# ---- block 1 ----
**Block 1: routing congestion**

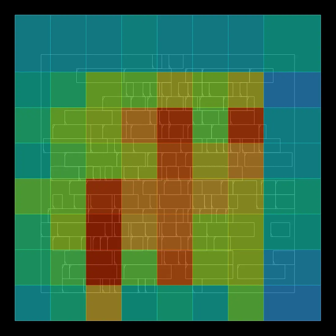

### config.mk
export PLATFORM = sky130hd
export DESIGN_NAME = paddle_ai_driver
export DESIGN_NICKNAME = d
export VERILOG_FILES = /design/src/rtl/pong_pkg.sv /design/src/rtl/ai_target_cmp.sv /design/src/rtl/paddle_ai_driver.sv
export SDC_FILE = /design/constraint.sdc
export NUM_CORES = 1
export LEC_CHECK = 0
export CAP_MARGIN = 5
export CORE_MARGIN = 5
export CORE_UTILIZATION = 40
export DETAILED_ROUTE_END_ITERATION = 6
export GPL_TIMING_DRIVEN = 0
export PLACE_DENSITY = 0.66
export SETUP_SLACK_MARGIN = 0.15
export SYNTH_ARGS = -nofsm -noshare
export SYNTH_HDL_FRONTEND = slang
export SYNTH_HIERARCHICAL = 1
export SYNTH_SLANG_ARGS = --single-unit
### constraint.sdc
create_clock -name clk -period 1.65 [get_ports clk]
set_clock_uncertainty 0.1 [all_clocks]
set_input_delay 0.165 -clock clk [delete_from_list [all_inputs] [get_ports clk]]
set_output_delay 0.165 -clock clk [all_outputs]
set_load 0.1 [all_outputs]
### src/rtl/pong_pkg.sv
// Shared pong definitions: move-report codes, AI direction/state enums and
// default playfield dimensions.
package pong_pkg;

  localparam int FIELD_BIT_WIDTH = 3;
  localparam int PADDLE_SIZE     = 2;

  localparam logic [1:0] ACT_NONE  = 2'b00;
  localparam logic [1:0] ACT_RIGHT = 2'b01;
  localparam logic [1:0] ACT_LEFT  = 2'b10;

  typedef enum logic {
    DIR_LEFT,
    DIR_RIGHT
  } dir_t;

  typedef enum logic [1:0] {
    S_IDLE,
    S_PRESS,
    S_RELEASE,
    S_COOLDOWN
  } ai_state_t;

  function automatic int max3(input int a, input int b, input int c);
    int m;
    m = (a > b) ? a : b;
    return (m > c) ? m : c;
  endfunction

endpackage

### src/rtl/ai_target_cmp.sv
// Decides whether the paddle must step left/right to cover the ball column,
// and whether the column already lies within the paddle span.
module ai_target_cmp
  import pong_pkg::*;
#(
  parameter int BIT_WIDTH = FIELD_BIT_WIDTH,
  parameter int SIZE      = PADDLE_SIZE
) (
  input  logic [BIT_WIDTH-1:0] target_x,
  input  logic [BIT_WIDTH-1:0] state_left,
  output logic                 need_left,
  output logic                 need_right,
  output logic                 in_span
);

  localparam int W = BIT_WIDTH + 1;
  localparam logic [W-1:0] MAXPOS = W'((1 << BIT_WIDTH) - SIZE);

  logic [W-1:0] tx;
  logic [W-1:0] sl;
  logic [W-1:0] right_edge;

  // One extra bit keeps right_edge from wrapping at the far wall.
  assign tx         = {1'b0, target_x};
  assign sl         = {1'b0, state_left};
  assign right_edge = sl + W'(SIZE - 1);

  assign need_left  = (tx < sl) && (sl != '0);
  assign need_right = (tx > right_edge) && (sl != MAXPOS);
  assign in_span    = (sl <= tx) && (tx <= right_edge);

endmodule

### src/rtl/paddle_ai_driver.sv
// Computer opponent: emulates the left/right buttons of a player paddle block,
// issuing one press/release per single-column step toward the ball.
module paddle_ai_driver
  import pong_pkg::*;
#(
  parameter int BIT_WIDTH      = FIELD_BIT_WIDTH,
  parameter int SIZE           = PADDLE_SIZE,
  parameter int HOLD_MAX       = 4,
  parameter int RELEASE_CYCLES = 2,
  parameter int COOLDOWN       = 3
) (
  input  logic                 clk,
  input  logic                 rst_n,
  input  logic                 en,
  input  logic [BIT_WIDTH-1:0] target_x,
  input  logic [BIT_WIDTH-1:0] state_left,
  input  logic [1:0]           action,
  output logic                 left,
  output logic                 right,
  output logic                 busy,
  output logic                 aligned,
  output logic                 ack_timeout
);

  // At least one release cycle is needed so the player re-arms its click latch.
  localparam int HOLD_CYC = (HOLD_MAX < 1) ? 1 : HOLD_MAX;
  localparam int REL_CYC  = (RELEASE_CYCLES < 1) ? 1 : RELEASE_CYCLES;
  localparam int CNT_MAX  = max3(HOLD_CYC, REL_CYC, COOLDOWN);
  localparam int CW       = $clog2(CNT_MAX + 1);

  ai_state_t     state;
  dir_t          dir;
  logic [CW-1:0] cnt;
  logic          need_left;
  logic          need_right;
  logic          in_span;
  logic          ack;

  ai_target_cmp #(
    .BIT_WIDTH (BIT_WIDTH),
    .SIZE      (SIZE)
  ) u_cmp (
    .target_x   (target_x),
    .state_left (state_left),
    .need_left  (need_left),
    .need_right (need_right),
    .in_span    (in_span)
  );

  assign ack = (dir == DIR_LEFT) ? (action == ACT_LEFT) : (action == ACT_RIGHT);

  always_ff @(posedge clk or negedge rst_n) begin
    if (!rst_n) begin
      state       <= S_IDLE;
      dir         <= DIR_LEFT;
      cnt         <= '0;
      left        <= 1'b0;
      right       <= 1'b0;
      busy        <= 1'b0;
      aligned     <= 1'b0;
      ack_timeout <= 1'b0;
    end else begin
      aligned     <= in_span;
      ack_timeout <= 1'b0;
      case (state)
        S_IDLE: begin
          left  <= 1'b0;
          right <= 1'b0;
          if (en && need_left) begin
            dir   <= DIR_LEFT;
            left  <= 1'b1;
            cnt   <= CW'(1);
            busy  <= 1'b1;
            state <= S_PRESS;
          end else if (en && need_right) begin
            dir   <= DIR_RIGHT;
            right <= 1'b1;
            cnt   <= CW'(1);
            busy  <= 1'b1;
            state <= S_PRESS;
          end
        end
        S_PRESS: begin
          // Acknowledge wins over a simultaneous disable; only a genuine hold expiry reports timeout.
          if (ack || !en || (cnt == CW'(HOLD_CYC))) begin
            left        <= 1'b0;
            right       <= 1'b0;
            ack_timeout <= !ack && en;
            cnt         <= CW'(1);
            state       <= S_RELEASE;
          end else begin
            cnt <= cnt + CW'(1);
          end
        end
        S_RELEASE: begin
          if (cnt == CW'(REL_CYC)) begin
            if (COOLDOWN == 0) begin
              cnt   <= '0;
              busy  <= 1'b0;
              state <= S_IDLE;
            end else begin
              cnt   <= CW'(1);
              state <= S_COOLDOWN;
            end
          end else begin
            cnt <= cnt + CW'(1);
          end
        end
        S_COOLDOWN: begin
          if (cnt == CW'(COOLDOWN)) begin
            cnt   <= '0;
            busy  <= 1'b0;
            state <= S_IDLE;
          end else begin
            cnt <= cnt + CW'(1);
          end
        end
        default: begin
          left  <= 1'b0;
          right <= 1'b0;
          busy  <= 1'b0;
          cnt   <= '0;
          state <= S_IDLE;
        end
      endcase
    end
  end

endmodule
# ---- block 2 ----
File: config.mk
export PLATFORM = sky130hd
export DESIGN_NAME = axis_downsizer
export DESIGN_NICKNAME = d
export VERILOG_FILES = /design/src/rtl/axis_downsizer.sv
export SDC_FILE = /design/constraint.sdc
export NUM_CORES = 1
export LEC_CHECK = 0
export CORE_MARGIN = 5
export CORE_UTILIZATION = 30
export DETAILED_ROUTE_END_ITERATION = 7
export HOLD_SLACK_MARGIN = 0.12
export PLACE_DENSITY = 0.6
export SYNTH_ARGS = -nofsm -noshare
export SYNTH_HDL_FRONTEND = slang
export SYNTH_SLANG_ARGS = --single-unit
File: constraint.sdc
create_clock -name clk -period 3.4 [get_ports clk]
set_input_delay 0.51 -clock clk [delete_from_list [all_inputs] [get_ports clk]]
set_output_delay 0.51 -clock clk [all_outputs]
set_load 0.02 [all_outputs]
File: src/rtl/axis_downsizer.sv
`default_nettype none
// +------------------------------------------------------------------------+
// | axis_downsizer : AXI-Stream width down-converter (wide beat -> words)  |
// | Rev 1.0                                                                |
// +------------------------------------------------------------------------+
module axis_downsizer #(
   parameter int WORD_W  = 8,
   parameter int S_BUS_W = 32,
   parameter int M_BUS_W = 8,
   localparam int S_WORDS = S_BUS_W / WORD_W,
   localparam int M_WORDS = M_BUS_W / WORD_W
) (
   input  logic                             clk,
   input  logic                             rstn,
   input  logic                             s_valid,
   output logic                             s_ready,
   input  logic [S_WORDS-1:0][WORD_W-1:0]   s_data,
   input  logic [S_WORDS-1:0]               s_keep,
   input  logic                             s_last,
   output logic                             m_valid,
   input  logic                             m_ready,
   output logic [M_WORDS-1:0][WORD_W-1:0]   m_data,
   output logic [M_WORDS-1:0]               m_keep,
   output logic                             m_last
);

   localparam int R     = (M_WORDS > 0) ? (S_WORDS / M_WORDS) : 1;
   localparam int IDX_W = (R > 1) ? $clog2(R) : 1;

   generate
      if (WORD_W < 1 || M_BUS_W < WORD_W || S_BUS_W < M_BUS_W ||
          (S_BUS_W % WORD_W) != 0 || (M_BUS_W % WORD_W) != 0 ||
          (S_BUS_W % M_BUS_W) != 0) begin : g_bad_params
         $error("axis_downsizer: illegal WORD_W/S_BUS_W/M_BUS_W combination");
      end
   endgenerate

   typedef enum logic [1:0] {
      ST_EMPTY      = 2'd0,
      ST_EMIT       = 2'd1,
      ST_EMIT_FINAL = 2'd2
   } state_t;

   state_t               r_state, w_state_nxt;
   logic [S_BUS_W-1:0]   r_data, w_data_nxt;
   logic [S_WORDS-1:0]   r_keep, w_keep_nxt;
   logic                 r_last, w_last_nxt;
   logic [R-1:0]         r_rem, w_rem_nxt;
   logic                 r_ready_en;
   logic [M_BUS_W-1:0]   r_m_data, w_m_data_nxt;
   logic [M_WORDS-1:0]   r_m_keep, w_m_keep_nxt;
   logic                 r_m_last, w_m_last_nxt;

   logic                 w_accept, w_advance;
   logic [S_BUS_W-1:0]   w_src_data;
   logic [S_WORDS-1:0]   w_src_keep;
   logic                 w_src_last;
   logic [R-1:0]         w_new_mask, w_src_mask, w_rest;
   logic                 w_found;
   logic [IDX_W-1:0]     w_idx;

   // A new beat may enter while the final sub-beat of the held one handshakes.
   assign s_ready   = r_ready_en &&
                      ((r_state == ST_EMPTY) || (m_ready && (r_state == ST_EMIT_FINAL)));
   assign w_accept  = s_valid && s_ready;
   assign w_advance = (r_state == ST_EMIT) && m_ready;

   assign w_src_data = w_accept ? s_data : r_data;
   assign w_src_keep = w_accept ? s_keep : r_keep;
   assign w_src_last = w_accept ? s_last : r_last;
   assign w_src_mask = w_accept ? w_new_mask : r_rem;

   always_comb begin
      w_new_mask = '0;
      for (int k = 0; k < R; k++) begin
         w_new_mask[k] = |s_keep[k*M_WORDS +: M_WORDS];
      end
   end

   // Lowest pending sub-beat goes out next; w_rest is what remains after it.
   always_comb begin
      w_found = 1'b0;
      w_idx   = '0;
      for (int k = R - 1; k >= 0; k--) begin
         if (w_src_mask[k]) begin
            w_found = 1'b1;
            w_idx   = IDX_W'(k);
         end
      end
      w_rest = w_src_mask;
      if (w_found) begin
         w_rest[w_idx] = 1'b0;
      end
   end

   always_comb begin
      w_state_nxt  = r_state;
      w_data_nxt   = r_data;
      w_keep_nxt   = r_keep;
      w_last_nxt   = r_last;
      w_rem_nxt    = r_rem;
      w_m_data_nxt = r_m_data;
      w_m_keep_nxt = r_m_keep;
      w_m_last_nxt = r_m_last;
      if (w_accept) begin
         w_data_nxt = s_data;
         w_keep_nxt = s_keep;
         w_last_nxt = s_last;
      end
      if (w_accept || w_advance) begin
         if (w_found) begin
            w_m_data_nxt = w_src_data[w_idx*M_BUS_W +: M_BUS_W];
            w_m_keep_nxt = w_src_keep[w_idx*M_WORDS +: M_WORDS];
            w_m_last_nxt = w_src_last && (w_rest == '0);
            w_rem_nxt    = w_rest;
            w_state_nxt  = (w_rest == '0) ? ST_EMIT_FINAL : ST_EMIT;
         end else if (w_src_last) begin
            // Empty closing beat still carries the packet boundary.
            w_m_data_nxt = '0;
            w_m_keep_nxt = '0;
            w_m_last_nxt = 1'b1;
            w_rem_nxt    = '0;
            w_state_nxt  = ST_EMIT_FINAL;
         end else begin
            w_rem_nxt    = '0;
            w_state_nxt  = ST_EMPTY;
         end
      end else if ((r_state == ST_EMIT_FINAL) && m_ready) begin
         w_state_nxt = ST_EMPTY;
      end
   end

   always_ff @(posedge clk or negedge rstn) begin
      if (!rstn) begin
         r_state    <= ST_EMPTY;
         r_data     <= '0;
         r_keep     <= '0;
         r_last     <= 1'b0;
         r_rem      <= '0;
         r_ready_en <= 1'b0;
         r_m_data   <= '0;
         r_m_keep   <= '0;
         r_m_last   <= 1'b0;
      end else begin
         r_state    <= w_state_nxt;
         r_data     <= w_data_nxt;
         r_keep     <= w_keep_nxt;
         r_last     <= w_last_nxt;
         r_rem      <= w_rem_nxt;
         r_ready_en <= 1'b1;
         r_m_data   <= w_m_data_nxt;
         r_m_keep   <= w_m_keep_nxt;
         r_m_last   <= w_m_last_nxt;
      end
   end

   assign m_valid = (r_state != ST_EMPTY);
   assign m_data  = r_m_data;
   assign m_keep  = r_m_keep;
   assign m_last  = r_m_last;

endmodule
`default_nettype wire

**Block 1: met2 routing**

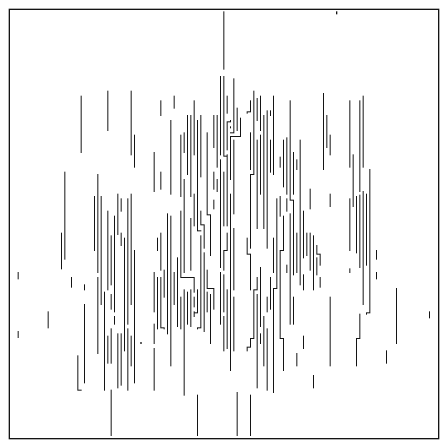
nets with wire on the layer: 138
main direction: vertical
wire length on this layer: 1310 um
longest straight run: 24.5 um
Final Routed Wirelength: 2.44 mm
vias after detailed routing: 862
global-route met2 utilization: 26.7%

## Picture notes: 'routing congestion' of block 1
final cell utilization of the core: 65.6%
grt met3 use: 3.27%
met1 track demand over resource: 18.6%
layer with the highest usage: met2

==> flow.log, block 1 <==
[flow] final metrics
INFO  metric syn_area_per_cell = 9.56 um^2
INFO  metric route.met2.wl = 1.31 mm
INFO  metric grt_pass1_wl = 4.20 mm
INFO  metric violated_checks = negative setup slack
INFO  metric port_buffers = 15
INFO  metric tritoncts = yes
INFO  metric timing.critical_path.to = state[1]
INFO  metric cpPeakStageDelay = 0.32 ns
INFO  metric place.detailed.instances = 145
INFO  metric post_synth_num_cell_types = 35
INFO  metric run_status = finished, violations left
INFO  metric postLayoutSetupSlackWorst = -0.236 ns
INFO  metric post-route-period-util = 114%
INFO  metric yosysTopAreaCellShare = 28.2%
INFO  metric post_route_cells_drive_above_1_share = 43.4%
INFO  metric chip_area_line_of_the_yosys_report = 975 um^2
INFO  metric power_density = 1440 mW/mm^2
INFO  metric totalNegativeSetupSlack = -1.31 ns
INFO  metric worstMarginPinSlew = 0.570 ns
INFO  metric enable_flop_cells = 0
INFO  metric finalMaxSlewViolations = 0
INFO  metric setup_viol = 9
INFO  metric die_w = 59.4 um
INFO  metric vias_in_the_first_global_route = 937
INFO  metric cts_buffers = 3
INFO  metric grt_max_degree = 12
INFO  metric wl_met3 = 80 um
**Block 2: sizing map**

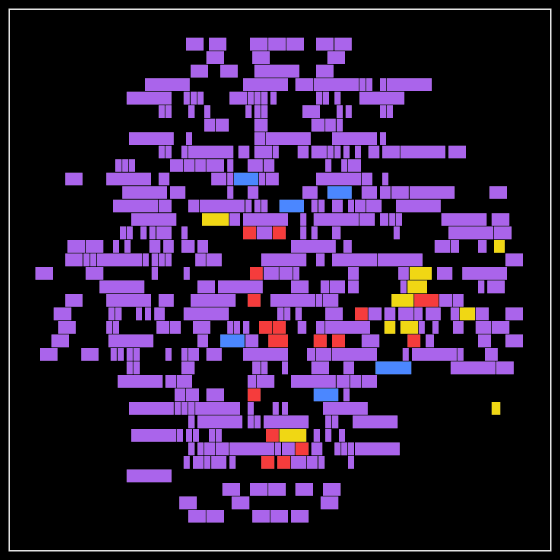
legend:
  red:
    size: _3 and _4 cells
    cells: 17
    share: 4.4%
  yellow:
    size: _2 cells
    cells: 10
    share: 2.6%
  purple:
    size: _0 and _1 cells
    cells: 351
    share: 91%
  blue:
    size: _6 and larger
    cells: 6
    share: 1.6%

==> flow.log, block 2 <==
[flow] final metrics
INFO  metric finalMaxSlewViolations = 0
INFO  metric tritoncts = yes
INFO  metric totalNegativeSetupSlack = 0 ns
INFO  metric power_density = 713 mW/mm^2
INFO  metric slack_of_the_worst_reg_to_reg_path = 1.16 ns
INFO  metric ys_seq_share = 46.1%
INFO  metric yosys_warnings = 0
INFO  metric route.detailed.vias_per_inst = 5.26
INFO  metric ff_count = 54
INFO  metric detailroute.via_count = 2720
INFO  metric finish.cell_count_without_fillers = 517
INFO  metric combAreaFraction = 39.0%
INFO  metric worst_setup_hold_path_clk_slew = 0.10 ns
INFO  metric enable_flop_cells = 0
INFO  metric route.detailed.wl_per_inst = 17.0 um
INFO  metric run_status = finished clean
INFO  metric layout_top_cells_excl_fill_tap = sky130_fd_sc_hd__nand2_1, sky130_fd_sc_hd__dfrtp_1, sky130_fd_sc_hd__clkdlybuf4s50_1

==> screenshots <==
Cell area per tile.
shot_01.png
Bar = 20 um. 11 x 11 tiles, from dark blue (low) to red (high), 0 to 100% covered.
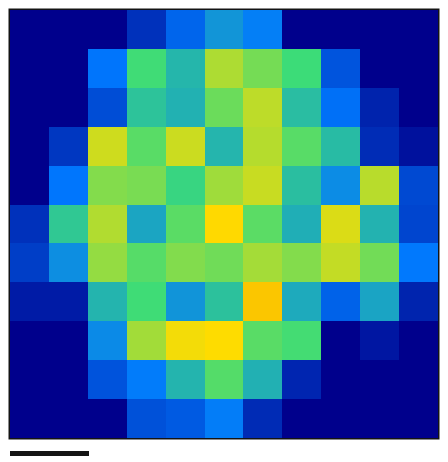
shot_02.png
Bar = 20 um. 12 x 12 tiles, from dark blue (low) to red (high), 0 to 100% covered.
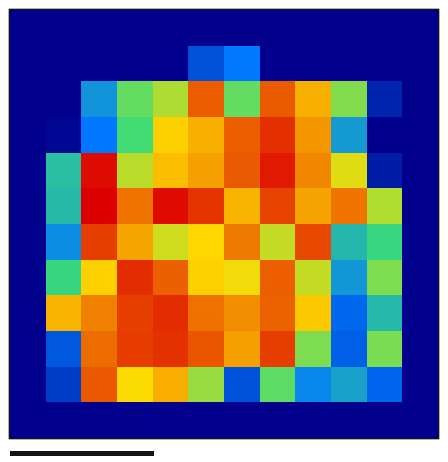
shot_02.png is block 1.
shot_01.png is block 2.
Of these, largest die: shot_01.png
Of these, highest utilization: shot_02.png

Key to shot_01.png:
fullest tile: 78%
emptiest ninth of the die: south-east
mean over tiles: 30%
densest ninth of the die: centre
nearly empty tiles: 26%


# ---- block 3 ----
**Block 3: routing congestion**

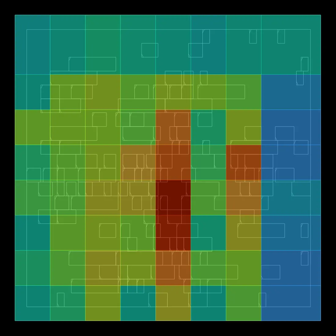

<file path="config.mk">
export PLATFORM = sky130hd
export DESIGN_NAME = multicycle_ctrl
export DESIGN_NICKNAME = d
export VERILOG_FILES = /design/src/rtl/ctrl_pkg.sv /design/src/rtl/multicycle_ctrl.sv
export SDC_FILE = /design/constraint.sdc
export NUM_CORES = 1
export LEC_CHECK = 0
export CAP_MARGIN = 40
export CORE_MARGIN = 2
export CORE_UTILIZATION = 30
export CTS_CLUSTER_DIAMETER = 50
export CTS_CLUSTER_SIZE = 14
export DETAILED_ROUTE_END_ITERATION = 8
export PLACE_DENSITY_LB_ADDON = 0.2
export SLEW_MARGIN = 10
export SYNTH_ARGS = -nofsm -noshare
export SYNTH_HDL_FRONTEND = slang
export SYNTH_SLANG_ARGS = --single-unit
</file>
<file path="constraint.sdc">
create_clock -name clk -period 2.05 [get_ports clk]
set_input_delay 0.41 -clock clk [delete_from_list [all_inputs] [get_ports clk]]
set_output_delay 0.41 -clock clk [all_outputs]
set_load 0.03 [all_outputs]
</file>
<file path="src/rtl/ctrl_pkg.sv">
// rtl/ctrl_pkg.sv - state encoding, opcode values and opcode legality check for multicycle_ctrl
package ctrl_pkg;

  typedef enum logic [2:0] {
    S_IDLE   = 3'd0,
    S_FETCH  = 3'd1,
    S_DECODE = 3'd2,
    S_EXEC   = 3'd3,
    S_MEM    = 3'd4,
    S_WB     = 3'd5,
    S_HALTED = 3'd6
  } state_e;

  localparam logic [3:0] OP_NOP  = 4'b0000;
  localparam logic [3:0] OP_ADD  = 4'b0010;
  localparam logic [3:0] OP_SUB  = 4'b0011;
  localparam logic [3:0] OP_ADDI = 4'b0100;
  localparam logic [3:0] OP_SW   = 4'b0101;
  localparam logic [3:0] OP_HALT = 4'b1111;

  function automatic logic is_legal(input logic [3:0] op);
    case (op)
      OP_NOP, OP_ADD, OP_SUB, OP_ADDI, OP_SW, OP_HALT: is_legal = 1'b1;
      default:                                         is_legal = 1'b0;
    endcase
  endfunction

endpackage

</file>
<file path="src/rtl/multicycle_ctrl.sv">
// rtl/multicycle_ctrl.sv - FETCH/DECODE/EXEC/MEM/WB sequencer for the small RISC core
// CTRL_PERF_EN adds the saturating retired-instruction counter; otherwise retired is tied to 0.
module multicycle_ctrl
  import ctrl_pkg::*;
#(
  parameter int PC_W     = 3,
  parameter int WAIT_MAX = 7
) (
  input  logic            clk,
  input  logic            rst,
  input  logic            start,
  input  logic [3:0]      opcode,
  input  logic            mem_ack,
  output logic [PC_W-1:0] pc,
  output logic            ir_load,
  output logic [3:0]      alu_op,
  output logic            alu_src_imm,
  output logic            reg_we,
  output logic            mem_we,
  output logic            busy,
  output logic            halted,
  output logic            err,
  output logic [7:0]      retired
);

  localparam int WW = $clog2(WAIT_MAX + 1);
  localparam logic [WW-1:0] WAIT_LAST = WW'(WAIT_MAX - 1);

  state_e          state_q, state_d;
  logic [PC_W-1:0] pc_q, pc_d;
  logic [3:0]      ir_q, ir_d;
  logic [WW-1:0]   wait_q, wait_d;
  logic            err_q, err_d;

  logic alu_ir;
  logic needs_exec;
  logic mem_timeout;

  assign alu_ir      = (ir_q == OP_ADD) || (ir_q == OP_SUB) || (ir_q == OP_ADDI);
  assign needs_exec  = alu_ir || (ir_q == OP_SW);
  assign mem_timeout = (wait_q == WAIT_LAST);

  always_comb begin
    state_d = state_q;
    pc_d    = pc_q;
    ir_d    = ir_q;
    wait_d  = wait_q;
    err_d   = err_q;
    case (state_q)
      S_IDLE, S_HALTED: begin
        if (start) begin
          state_d = S_FETCH;
          pc_d    = '0;
          if (state_q == S_IDLE) err_d = 1'b0;
        end
      end
      S_FETCH: begin
        ir_d    = opcode;
        state_d = S_DECODE;
      end
      S_DECODE: begin
        if (ir_q == OP_HALT) begin
          state_d = S_HALTED;
        end else if (needs_exec) begin
          state_d = S_EXEC;
        end else begin
          // illegal opcodes raise err and then retire exactly like a NOP
          if (!is_legal(ir_q)) err_d = 1'b1;
          pc_d    = pc_q + PC_W'(1);
          state_d = S_FETCH;
        end
      end
      S_EXEC: begin
        wait_d  = '0;
        state_d = (ir_q == OP_SW) ? S_MEM : S_WB;
      end
      S_WB: begin
        pc_d    = pc_q + PC_W'(1);
        state_d = S_FETCH;
      end
      S_MEM: begin
        if (mem_ack || mem_timeout) begin
          if (!mem_ack) err_d = 1'b1;
          pc_d    = pc_q + PC_W'(1);
          state_d = S_FETCH;
        end else begin
          wait_d = wait_q + WW'(1);
        end
      end
      default: state_d = S_IDLE;
    endcase
  end

  always_ff @(posedge clk or negedge rst) begin
    if (!rst) begin
      state_q <= S_IDLE;
      pc_q    <= '0;
      ir_q    <= OP_NOP;
      wait_q  <= '0;
      err_q   <= 1'b0;
    end else begin
      state_q <= state_d;
      pc_q    <= pc_d;
      ir_q    <= ir_d;
      wait_q  <= wait_d;
      err_q   <= err_d;
    end
  end

  // enables decode from state only, so an async reset drops them at once
  assign pc          = pc_q;
  assign ir_load     = (state_q == S_FETCH);
  assign alu_op      = ((state_q == S_EXEC) && alu_ir) ? ir_q : 4'b0000;
  assign alu_src_imm = (state_q == S_EXEC) && ((ir_q == OP_ADDI) || (ir_q == OP_SW));
  assign reg_we      = (state_q == S_WB);
  assign mem_we      = (state_q == S_MEM);
  assign busy        = (state_q != S_IDLE) && (state_q != S_HALTED);
  assign halted      = (state_q == S_HALTED);
  assign err         = err_q;

`ifdef CTRL_PERF_EN
  logic [7:0] retired_q, retired_d;
  logic       restart;
  logic       retire;

  assign restart = ((state_q == S_IDLE) || (state_q == S_HALTED)) && start;
  // HALT retires on its way into HALTED; SW on ack or timeout
  assign retire  = (state_q == S_WB)
                || ((state_q == S_MEM) && (mem_ack || mem_timeout))
                || ((state_q == S_DECODE) && !needs_exec);

  always_comb begin
    retired_d = retired_q;
    if (restart) begin
      retired_d = 8'h00;
    end else if (retire && (retired_q != 8'hFF)) begin
      retired_d = retired_q + 8'h01;
    end
  end

  always_ff @(posedge clk or negedge rst) begin
    if (!rst) begin
      retired_q <= 8'h00;
    end else begin
      retired_q <= retired_d;
    end
  end

  assign retired = retired_q;
`else
  assign retired = 8'h00;
`endif

endmodule

</file>
# ---- block 4 ----
--- src/rtl/lsu_controller.sv ---
// lsu_controller: load/store sequencer between reservation station and data cache.
// Define LSU_MISALIGN_TRAP_EN to trap misaligned accesses instead of force-aligning them.
package lsu_pkg;
  typedef enum logic [3:0] {LB, LBU, LH, LHU, LW, SB, SH, SW, ALU} instr_name_e;
endpackage

module lsu_controller
  import lsu_pkg::*;
#(
  parameter int TAG_WIDTH = 6
) (
  input  logic                 clk,
  input  logic                 reset,
  input  logic                 flush,
  input  logic                 issue_valid,
  output logic                 issue_ready,
  input  instr_name_e          instr_name,
  input  logic [31:0]          data_1,
  input  logic [31:0]          data_2,
  input  logic [31:0]          immediate,
  input  logic [TAG_WIDTH-1:0] tag,
  output logic                 cache_read,
  output logic                 cache_write,
  output logic [31:0]          cache_address,
  output logic [31:0]          cache_wdata,
  output logic [3:0]           cache_byte_en,
  input  logic                 cache_hit,
  input  logic [31:0]          cache_rdata,
  output logic                 result_valid,
  input  logic                 result_ready,
  output logic [31:0]          result,
  output logic [TAG_WIDTH-1:0] result_tag,
  output logic                 result_exception
);
  typedef enum logic [1:0] {IDLE, REQUEST, RESPOND} state_e;
  state_e r_state, w_next;
  instr_name_e r_op;
  logic [TAG_WIDTH-1:0] r_tag;
  logic [31:0] r_ea, r_data2, r_result, w_ea, w_ea_al, w_load;
  logic [7:0] w_byte;
  logic [15:0] w_half;
  logic r_exc, w_mem, w_hw, w_wd, w_mis, w_accept, w_store;
  assign w_ea = data_1 + immediate;
  assign w_mem = instr_name inside {LB, LBU, LH, LHU, LW, SB, SH, SW};
  assign w_hw = instr_name inside {LH, LHU, SH};
  assign w_wd = instr_name inside {LW, SW};
  assign w_ea_al = {w_ea[31:2], w_wd ? 2'b00 : {w_ea[1], w_ea[0] & ~w_hw}};
`ifdef LSU_MISALIGN_TRAP_EN
  assign w_mis = w_ea_al != w_ea;
`else
  assign w_mis = 1'b0;
`endif
  assign w_accept = r_state == IDLE && issue_valid && w_mem && !flush;
  assign w_store = r_op inside {SB, SH, SW};
  assign w_byte = cache_rdata[8*r_ea[1:0] +: 8];
  assign w_half = cache_rdata[16*r_ea[1] +: 16];
  assign w_load = r_op == LB  ? {{24{w_byte[7]}}, w_byte} :
                  r_op == LBU ? {24'b0, w_byte} :
                  r_op == LH  ? {{16{w_half[15]}}, w_half} :
                  r_op == LHU ? {16'b0, w_half} : cache_rdata;
  always_ff @(posedge clk)
    if (reset) r_state <= IDLE;
    else r_state <= w_next;
  always_comb begin
    w_next = r_state;
    w_next = flush ? IDLE :
             r_state == IDLE    ? (!w_accept ? IDLE : w_mis ? RESPOND : REQUEST) :
             r_state == REQUEST ? (cache_hit ? RESPOND : REQUEST) :
             (result_ready ? IDLE : RESPOND);
  end
  always_ff @(posedge clk)
    if (reset) begin
      r_op <= LB;
      r_tag <= '0;
      r_ea <= '0;
      r_data2 <= '0;
      r_result <= '0;
      r_exc <= 1'b0;
    end else if (w_accept) begin
      r_op <= instr_name;
      r_tag <= tag;
      r_data2 <= data_2;
      r_ea <= w_mis ? w_ea : w_ea_al;
      r_result <= w_ea;
      r_exc <= w_mis;
    end else if (r_state == REQUEST && cache_hit && !flush) begin
      r_result <= w_store ? r_data2 : w_load;
    end
  assign issue_ready = r_state == IDLE;
  assign cache_read = r_state == REQUEST && !w_store;
  assign cache_write = r_state == REQUEST && w_store;
  assign cache_address = {r_ea[31:2], 2'b00};
  assign cache_wdata = !cache_write ? 32'b0 :
                       r_op == SB ? {4{r_data2[7:0]}} :
                       r_op == SH ? {2{r_data2[15:0]}} : r_data2;
  assign cache_byte_en = !cache_write ? 4'b0000 :
                         r_op == SB ? 4'b0001 << r_ea[1:0] :
                         r_op == SH ? (r_ea[1] ? 4'b1100 : 4'b0011) : 4'b1111;
  assign result_valid = r_state == RESPOND;
  assign result = r_result;
  assign result_tag = r_tag;
  assign result_exception = r_exc;
endmodule

--- config.mk ---
export PLATFORM = sky130hd
export DESIGN_NAME = lsu_controller
export DESIGN_NICKNAME = d
export VERILOG_FILES = /design/src/rtl/lsu_controller.sv
export SDC_FILE = /design/constraint.sdc
export NUM_CORES = 1
export LEC_CHECK = 0
export ABC_AREA = 1
export CAP_MARGIN = 20
export CORE_MARGIN = 5
export CORE_UTILIZATION = 52
export DETAILED_ROUTE_END_ITERATION = 12
export GPL_TIMING_DRIVEN = 0
export HOLD_SLACK_MARGIN = 0.05
export PLACE_DENSITY = 0.88
export SETUP_SLACK_MARGIN = 0.02
export SKIP_LAST_GASP = 1
export SLEW_MARGIN = 20
export SYNTH_ARGS = -nofsm -noshare
export SYNTH_HDL_FRONTEND = slang
export SYNTH_SLANG_ARGS = --single-unit
--- constraint.sdc ---
create_clock -name clk -period 4.97 [get_ports clk]
set_input_delay 0.994 -clock clk [delete_from_list [all_inputs] [get_ports clk]]
set_output_delay 0.994 -clock clk [all_outputs]
set_load 0.02 [all_outputs]

## Gallery

Met2 routing.
panel A
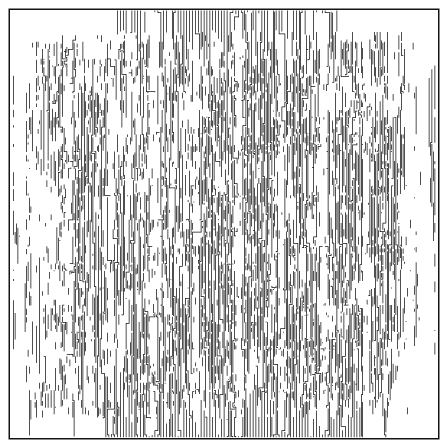
panel B
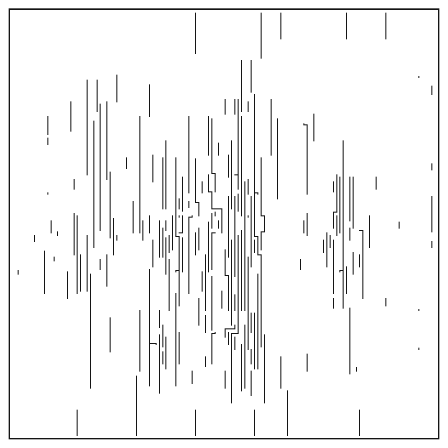
Panel B comes from block 3.
Panel A comes from block 4.

Key to panel A:
nets with wire on the layer: 1507
main direction: vertical

**Block 3: sizing map**

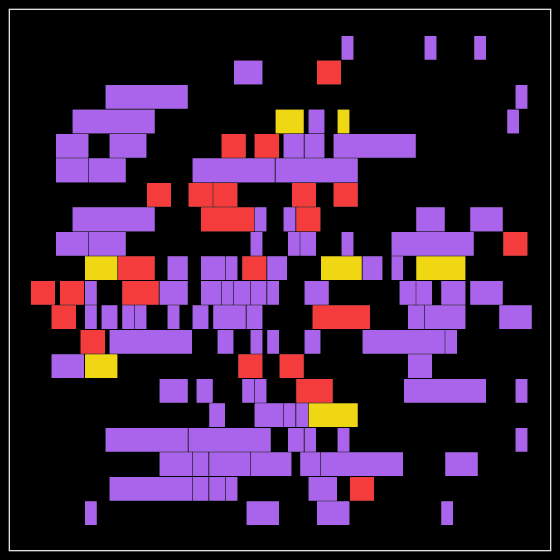
legend:
  red:
    size: _3 and _4 cells
    cells: 23
    share: 18%
  purple:
    size: _0 and _1 cells
    cells: 100
    share: 77%
  yellow:
    size: _2 cells
    cells: 7
    share: 5.4%
final setup margin: 0.122 ns
summed area of non-filler cells in the final layout: 0.00121 mm^2
area growth from synthesis to final layout: 29.3%
buffer count excluding the clock tree in the final layout: 27

About 'routing congestion' of block 3:
final cell utilization of the core: 40.1%
average wire length per cell after detail routing: 11.5 um
layer with the highest usage: met2

==> flow.log, block 3 <==
[flow] final metrics
INFO  metric run_status = finished clean
INFO  metric fin_total_pwr = 1770 uW
INFO  metric y_dimension_of_the_die = 60.0 um
INFO  metric finalMaxSlewViolations = 0
INFO  metric ant_nets = 0
INFO  metric r2r_start = state_q[1]
INFO  metric lay_top_count = sky130_fd_sc_hd__buf_4
INFO  metric ys_sh_xor = 0.932%
INFO  metric inverters = 5
INFO  metric wl_met1 = 895 um
INFO  metric yosysTopAreaCellShare = 37.3%
INFO  metric netlist_top_cells_area = sky130_fd_sc_hd__dfrtp_1, sky130_fd_sc_hd__buf_4, sky130_fd_sc_hd__nand2_1
INFO  metric cpPeakStageDelay = 0.43 ns
INFO  metric cts-hold-fix-buffers = 0
INFO  metric worst_clock_skew = 0.00360 ns
INFO  metric layout_top_cells_excl_fill_tap = sky130_fd_sc_hd__buf_4, sky130_fd_sc_hd__dfrtp_1, sky130_fd_sc_hd__nand2_1, sky130_fd_sc_hd__clkdlybuf4s50_1
INFO  metric worst_setup_hold_path_clk_slew = 0.09 ns
INFO  metric max_freq = 519 MHz
INFO  metric signal_buffer_area_fraction = 19.1%
INFO  metric clockRootBuffer = sky130_fd_sc_hd__clkbuf_4
INFO  metric worst_ep_arrival_time = 1.52 ns
INFO  metric slack_of_the_worst_reg_to_reg_path = 0.29 ns
INFO  metric max_slew_margin = 56.2%
INFO  metric post_synth_num_cell_types = 39
INFO  metric synth.most_common_cell = sky130_fd_sc_hd__dfrtp_1
INFO  metric finish.cell_count_without_fillers = 174
**Block 4: met1 routing**

Cells faint in the background.
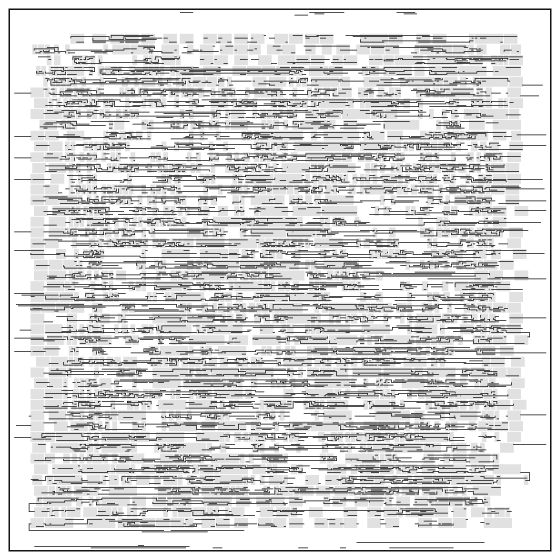
nets with wire on the layer: 1712
longest straight run: 61.6 um
main direction: horizontal
wire length on this layer: 13600 um

==> flow.log, block 4 <==
[flow] final metrics
INFO  metric ys_sh_adder = 4.90%
INFO  metric y_dimension_of_the_die = 136 um
INFO  metric worst_setup_hold_path_clk_slew = 0.08 ns
INFO  metric grt_setup_unrepaired = no
INFO  metric postLayoutSetupSlackWorst = 1.21 ns
INFO  metric max_slew_margin = 51.1%
INFO  metric ios = 255
INFO  metric fp.dieArea = 0.0186 mm^2
INFO  metric drv.max_cap_violation_count = 0
INFO  metric power.leakage = 0.00533 uW
INFO  metric post-route-util = 72.4%
INFO  metric top_cells_by_count = sky130_fd_sc_hd__nand2_1, sky130_fd_sc_hd__inv_1, sky130_fd_sc_hd__nor2_1
INFO  metric route.detailed.vias_per_inst = 5.47
INFO  metric mux_area_share = 0%
INFO  metric rr_endpoint = result[22]
INFO  metric route.met2.wl = 15.3 mm
INFO  metric top_usage_layer = met2
INFO  metric run_status = finished clean
INFO  metric power.ir.vdd_worst = 177 uV
INFO  metric antenna_violations_before_repair = 0

# ---- block 5 ----
**Block 5: met1 routing**

Cells faint in the background.
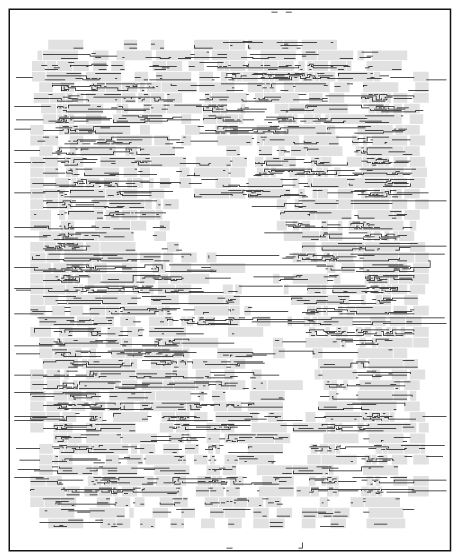
**Block 5: met2 routing**

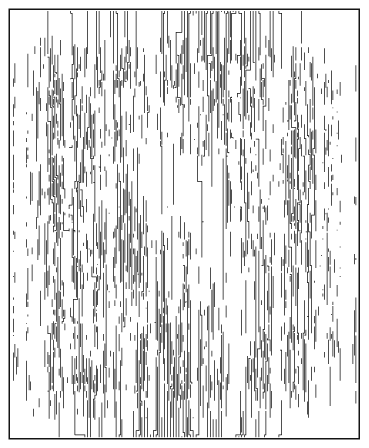
===== src/rtl/ahb_sram_arbiter_if.sv =====
// Requester and AHB-Lite signal bundle for the two-port SRAM arbiter.
// Latency: none, wiring only.
// Backpressure: reqN_ready and HREADY are the flow-control returns carried here.
interface ahb_sram_arbiter_if #(
    parameter int ADDR_W = 4,
    parameter int DATA_W = 32
);
    // Requester 0
    logic              req0_valid;
    logic              req0_ready;
    logic              req0_write;
    logic [ADDR_W-1:0] req0_addr;
    logic [DATA_W-1:0] req0_wdata;
    logic              rsp0_valid;
    logic [DATA_W-1:0] rsp0_rdata;
    logic              rsp0_err;

    // Requester 1
    logic              req1_valid;
    logic              req1_ready;
    logic              req1_write;
    logic [ADDR_W-1:0] req1_addr;
    logic [DATA_W-1:0] req1_wdata;
    logic              rsp1_valid;
    logic [DATA_W-1:0] rsp1_rdata;
    logic              rsp1_err;

    // AHB-Lite master side towards the SRAM slave
    logic              HSEL;
    logic [ADDR_W-1:0] HADDR;
    logic              HWRITE;
    logic [1:0]        HTRANS;
    logic [2:0]        HSIZE;
    logic [DATA_W-1:0] HWDATA;
    logic [DATA_W-1:0] HRDATA;
    logic              HREADY;
    logic              HRESP;

    // Arbiter view: takes requests and slave responses, drives grants, responses and the bus.
    modport slave (
        input  req0_valid, req0_write, req0_addr, req0_wdata,
        output req0_ready, rsp0_valid, rsp0_rdata, rsp0_err,
        input  req1_valid, req1_write, req1_addr, req1_wdata,
        output req1_ready, rsp1_valid, rsp1_rdata, rsp1_err,
        output HSEL, HADDR, HWRITE, HTRANS, HSIZE, HWDATA,
        input  HRDATA, HREADY, HRESP
    );

    // Environment view: the requesters plus the AHB slave sitting around the arbiter.
    modport master (
        output req0_valid, req0_write, req0_addr, req0_wdata,
        input  req0_ready, rsp0_valid, rsp0_rdata, rsp0_err,
        output req1_valid, req1_write, req1_addr, req1_wdata,
        input  req1_ready, rsp1_valid, rsp1_rdata, rsp1_err,
        input  HSEL, HADDR, HWRITE, HTRANS, HSIZE, HWDATA,
        output HRDATA, HREADY, HRESP
    );
endinterface


===== src/rtl/ahb_sram_arbiter.sv =====
// Round-robin arbiter of two requesters onto a single AHB-Lite SRAM port, one transfer in flight.
// Latency: accept cycle 0, address phase 1, data phase 2, rspN_valid at 3 (plus HREADY wait states).
// Backpressure: reqN_ready only in IDLE; HREADY low stretches the address or data phase.
module ahb_sram_arbiter #(
    parameter int ADDR_W = 4,
    parameter int DATA_W = 32
) (
    input  logic              HCLK,
    input  logic              HRESETn,
    ahb_sram_arbiter_if.slave bus
);

    typedef enum logic [1:0] {
        IDLE = 2'd0,
        ADDR = 2'd1,
        DATA = 2'd2
    } state_t;

    state_t            state;
    state_t            state_nxt;

    // Arbitration
    logic              req_any;
    logic              gnt_sel;
    logic              accept;
    logic              last_gnt;

    // Transfer captured at acceptance; requester inputs are ignored afterwards
    logic              cap_id;
    logic              cap_write;
    logic [ADDR_W-1:0] cap_addr;
    logic [DATA_W-1:0] cap_wdata;
    logic [DATA_W-1:0] hwdata_q;

    // Per-requester response registers
    logic              rsp0_valid_q;
    logic              rsp1_valid_q;
    logic [DATA_W-1:0] rsp0_rdata_q;
    logic [DATA_W-1:0] rsp1_rdata_q;
    logic              rsp0_err_q;
    logic              rsp1_err_q;

    logic              addr_done;
    logic              data_done;

    assign addr_done = (state == ADDR) && bus.HREADY;
    assign data_done = (state == DATA) && bus.HREADY;

    // Round-robin pick: a lone requester wins, under contention the one not granted last wins.
    always_comb begin
        req_any = bus.req0_valid | bus.req1_valid;
        gnt_sel = 1'b0;
        if (bus.req0_valid && bus.req1_valid) begin
            gnt_sel = ~last_gnt;
        end else if (bus.req1_valid) begin
            gnt_sel = 1'b1;
        end
        // Reset gating keeps ready low while HRESETn is asserted.
        accept = (state == IDLE) && req_any && HRESETn;
    end

    // State register.
    always_ff @(posedge HCLK or negedge HRESETn) begin
        if (!HRESETn) begin
            state <= IDLE;
        end else begin
            state <= state_nxt;
        end
    end

    // Next-state logic: accept -> ADDR, HREADY advances ADDR -> DATA -> IDLE.
    always_comb begin
        state_nxt = state;
        case (state)
            IDLE:    if (accept)    state_nxt = ADDR;
            ADDR:    if (addr_done) state_nxt = DATA;
            DATA:    if (data_done) state_nxt = IDLE;
            default:                state_nxt = IDLE;
        endcase
    end

    // Output logic: AHB control per phase and the one-cycle grant strobe.
    always_comb begin
        bus.HSEL       = 1'b0;
        bus.HTRANS     = 2'b00;
        bus.HSIZE      = 3'b000;
        bus.HADDR      = '0;
        bus.HWRITE     = 1'b0;
        bus.req0_ready = 1'b0;
        bus.req1_ready = 1'b0;
        case (state)
            IDLE: begin
                bus.req0_ready = accept && !gnt_sel;
                bus.req1_ready = accept &&  gnt_sel;
            end
            ADDR: begin
                bus.HSEL   = 1'b1;
                bus.HTRANS = 2'b10;
                bus.HSIZE  = 3'b010;
                bus.HADDR  = cap_addr;
                bus.HWRITE = cap_write;
            end
            default: begin
            end
        endcase
    end

    // Capture the granted request and remember who won for the next contention.
    always_ff @(posedge HCLK or negedge HRESETn) begin
        if (!HRESETn) begin
            cap_id    <= 1'b0;
            cap_write <= 1'b0;
            cap_addr  <= '0;
            cap_wdata <= '0;
            last_gnt  <= 1'b1;
        end else if (accept) begin
            cap_id    <= gnt_sel;
            cap_write <= gnt_sel ? bus.req1_write : bus.req0_write;
            cap_addr  <= gnt_sel ? bus.req1_addr  : bus.req0_addr;
            cap_wdata <= gnt_sel ? bus.req1_wdata : bus.req0_wdata;
            last_gnt  <= gnt_sel;
        end
    end

    // Write data enters the bus with the data phase and then lingers until the next transfer.
    always_ff @(posedge HCLK or negedge HRESETn) begin
        if (!HRESETn) begin
            hwdata_q <= '0;
        end else if (addr_done) begin
            hwdata_q <= cap_wdata;
        end
    end

    // Completion: latch read data / error for the owner and pulse its valid for one cycle.
    always_ff @(posedge HCLK or negedge HRESETn) begin
        if (!HRESETn) begin
            rsp0_valid_q <= 1'b0;
            rsp1_valid_q <= 1'b0;
            rsp0_rdata_q <= '0;
            rsp1_rdata_q <= '0;
            rsp0_err_q   <= 1'b0;
            rsp1_err_q   <= 1'b0;
        end else begin
            rsp0_valid_q <= data_done && !cap_id;
            rsp1_valid_q <= data_done &&  cap_id;
            if (data_done && !cap_id) begin
                rsp0_rdata_q <= cap_write ? '0 : bus.HRDATA;
                rsp0_err_q   <= bus.HRESP;
            end
            if (data_done && cap_id) begin
                rsp1_rdata_q <= cap_write ? '0 : bus.HRDATA;
                rsp1_err_q   <= bus.HRESP;
            end
        end
    end

    assign bus.HWDATA     = hwdata_q;
    assign bus.rsp0_valid = rsp0_valid_q;
    assign bus.rsp1_valid = rsp1_valid_q;
    assign bus.rsp0_rdata = rsp0_rdata_q;
    assign bus.rsp1_rdata = rsp1_rdata_q;
    assign bus.rsp0_err   = rsp0_err_q;
    assign bus.rsp1_err   = rsp1_err_q;

endmodule


===== src/flat_wrapper.sv =====
// flat-port wrapper written by rule: the top's interface ports become plain ports
module ahb_sram_arbiter_flat 
#(
    parameter int ADDR_W = 4,
    parameter int DATA_W = 32
)
  (HCLK, HRESETn, bus_req0_valid, bus_req0_write, bus_req0_addr, bus_req0_wdata, bus_req0_ready, bus_rsp0_valid, bus_rsp0_rdata, bus_rsp0_err, bus_req1_valid, bus_req1_write, bus_req1_addr, bus_req1_wdata, bus_req1_ready, bus_rsp1_valid, bus_rsp1_rdata, bus_rsp1_err, bus_HSEL, bus_HADDR, bus_HWRITE, bus_HTRANS, bus_HSIZE, bus_HWDATA, bus_HRDATA, bus_HREADY, bus_HRESP);
  ahb_sram_arbiter_if #(.ADDR_W(ADDR_W), .DATA_W(DATA_W)) bus_i ();
  input  logic HCLK;
  input  logic HRESETn;
  input wire logic [$bits(bus_i.req0_valid)-1:0] bus_req0_valid;
  input wire logic [$bits(bus_i.req0_write)-1:0] bus_req0_write;
  input wire logic [$bits(bus_i.req0_addr)-1:0] bus_req0_addr;
  input wire logic [$bits(bus_i.req0_wdata)-1:0] bus_req0_wdata;
  output wire logic [$bits(bus_i.req0_ready)-1:0] bus_req0_ready;
  output wire logic [$bits(bus_i.rsp0_valid)-1:0] bus_rsp0_valid;
  output wire logic [$bits(bus_i.rsp0_rdata)-1:0] bus_rsp0_rdata;
  output wire logic [$bits(bus_i.rsp0_err)-1:0] bus_rsp0_err;
  input wire logic [$bits(bus_i.req1_valid)-1:0] bus_req1_valid;
  input wire logic [$bits(bus_i.req1_write)-1:0] bus_req1_write;
  input wire logic [$bits(bus_i.req1_addr)-1:0] bus_req1_addr;
  input wire logic [$bits(bus_i.req1_wdata)-1:0] bus_req1_wdata;
  output wire logic [$bits(bus_i.req1_ready)-1:0] bus_req1_ready;
  output wire logic [$bits(bus_i.rsp1_valid)-1:0] bus_rsp1_valid;
  output wire logic [$bits(bus_i.rsp1_rdata)-1:0] bus_rsp1_rdata;
  output wire logic [$bits(bus_i.rsp1_err)-1:0] bus_rsp1_err;
  output wire logic [$bits(bus_i.HSEL)-1:0] bus_HSEL;
  output wire logic [$bits(bus_i.HADDR)-1:0] bus_HADDR;
  output wire logic [$bits(bus_i.HWRITE)-1:0] bus_HWRITE;
  output wire logic [$bits(bus_i.HTRANS)-1:0] bus_HTRANS;
  output wire logic [$bits(bus_i.HSIZE)-1:0] bus_HSIZE;
  output wire logic [$bits(bus_i.HWDATA)-1:0] bus_HWDATA;
  input wire logic [$bits(bus_i.HRDATA)-1:0] bus_HRDATA;
  input wire logic [$bits(bus_i.HREADY)-1:0] bus_HREADY;
  input wire logic [$bits(bus_i.HRESP)-1:0] bus_HRESP;
  assign bus_i.req0_valid = bus_req0_valid;
  assign bus_i.req0_write = bus_req0_write;
  assign bus_i.req0_addr = bus_req0_addr;
  assign bus_i.req0_wdata = bus_req0_wdata;
  assign bus_req0_ready = bus_i.req0_ready;
  assign bus_rsp0_valid = bus_i.rsp0_valid;
  assign bus_rsp0_rdata = bus_i.rsp0_rdata;
  assign bus_rsp0_err = bus_i.rsp0_err;
  assign bus_i.req1_valid = bus_req1_valid;
  assign bus_i.req1_write = bus_req1_write;
  assign bus_i.req1_addr = bus_req1_addr;
  assign bus_i.req1_wdata = bus_req1_wdata;
  assign bus_req1_ready = bus_i.req1_ready;
  assign bus_rsp1_valid = bus_i.rsp1_valid;
  assign bus_rsp1_rdata = bus_i.rsp1_rdata;
  assign bus_rsp1_err = bus_i.rsp1_err;
  assign bus_HSEL = bus_i.HSEL;
  assign bus_HADDR = bus_i.HADDR;
  assign bus_HWRITE = bus_i.HWRITE;
  assign bus_HTRANS = bus_i.HTRANS;
  assign bus_HSIZE = bus_i.HSIZE;
  assign bus_HWDATA = bus_i.HWDATA;
  assign bus_i.HRDATA = bus_HRDATA;
  assign bus_i.HREADY = bus_HREADY;
  assign bus_i.HRESP = bus_HRESP;
  ahb_sram_arbiter #(.ADDR_W(ADDR_W), .DATA_W(DATA_W)) u_core (.HCLK(HCLK), .HRESETn(HRESETn), .bus(bus_i));
endmodule

===== config.mk =====
export PLATFORM = sky130hd
export DESIGN_NAME = ahb_sram_arbiter_flat
export DESIGN_NICKNAME = d
export VERILOG_FILES = /design/src/rtl/ahb_sram_arbiter_if.sv /design/src/rtl/ahb_sram_arbiter.sv /design/src/flat_wrapper.sv
export SDC_FILE = /design/constraint.sdc
export NUM_CORES = 1
export LEC_CHECK = 0
export CORE_ASPECT_RATIO = 1.25
export CORE_MARGIN = 5
export CORE_UTILIZATION = 45
export CTS_BUF_LIST = sky130_fd_sc_hd__clkbuf_4
export DETAILED_ROUTE_END_ITERATION = 7
export GPL_TIMING_DRIVEN = 0
export HOLD_SLACK_MARGIN = 0.08
export PLACE_DENSITY_LB_ADDON = 0.25
export SYNTH_ARGS = -nofsm -noshare
export SYNTH_HDL_FRONTEND = slang
export SYNTH_SLANG_ARGS = --single-unit

===== constraint.sdc =====
create_clock -name HCLK -period 1.75 [get_ports HCLK]
set_input_delay 0.35 -clock HCLK [delete_from_list [all_inputs] [get_ports HCLK]]
set_output_delay 0.35 -clock HCLK [all_outputs]
set_load 0.05 [all_outputs]

==> flow.log <==
[flow] final metrics
INFO  metric layout_min_cycle_time = 2.04 ns
INFO  metric rows = 46
INFO  metric startpoint_type = flip-flop
INFO  metric run_status = finished, violations left
INFO  metric ant_nets = 0
INFO  metric worst_setup_hold_path_clk_slew = 0.12 ns
INFO  metric number_of_remaining_drc_errors = 0
INFO  metric crit_family = simple AND/OR/NAND/NOR gates
INFO  metric violated_checks = negative hold slack, negative setup slack
INFO  metric power_sequential = 5710 uW
INFO  metric setup_viol = 12
INFO  metric pwr.group.combinational = 9640 uW
INFO  metric path_max_fanout = 4
INFO  metric gp_congestion = 0.852
INFO  metric wl_met3 = 1.30 mm
INFO  metric initial_cell_density_of_the_core = 46.2%
INFO  metric worst_clock_skew = 0.0146 ns
INFO  metric max_freq = 491 MHz
INFO  metric dominantRegCellSynth = sky130_fd_sc_hd__dfrtp_1
INFO  metric postLayoutSetupSlackWorst = -0.285 ns
INFO  metric worst_ep_arrival_time = 1.69 ns
INFO  metric fin_hold_ws = -0.224 ns
INFO  metric y_dimension_of_the_die = 138 um
INFO  metric final_hold_fails = 64
Notes on 'met1 routing' of block 5 above:
wire length on this layer: 6530 um
longest straight run: 40.0 um
nets with wire on the layer: 775

Notes on 'met2 routing' of block 5 above:
main direction: vertical
nets with wire on the layer: 787
share of all routed wire: 52%
longest straight run: 45.4 um
wire length on this layer: 8750 um
Final Routed Wirelength: 16.9 mm
global-route met2 utilization: 38.0%



==> layout pictures side by side <==
Routing congestion.
picture 1
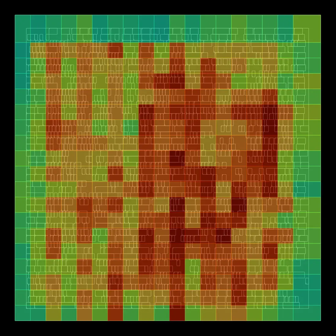
picture 2
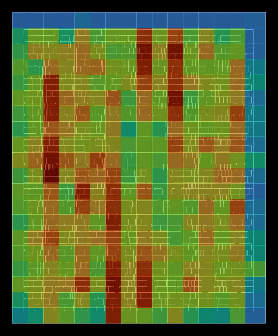
picture 3
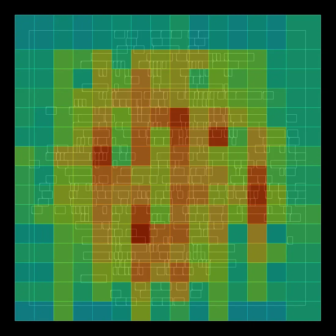
Picture 1 comes from block 4.
Picture 3 comes from block 2.
Picture 2 comes from block 5.

Power is estimated from default activity; no workload was simulated.
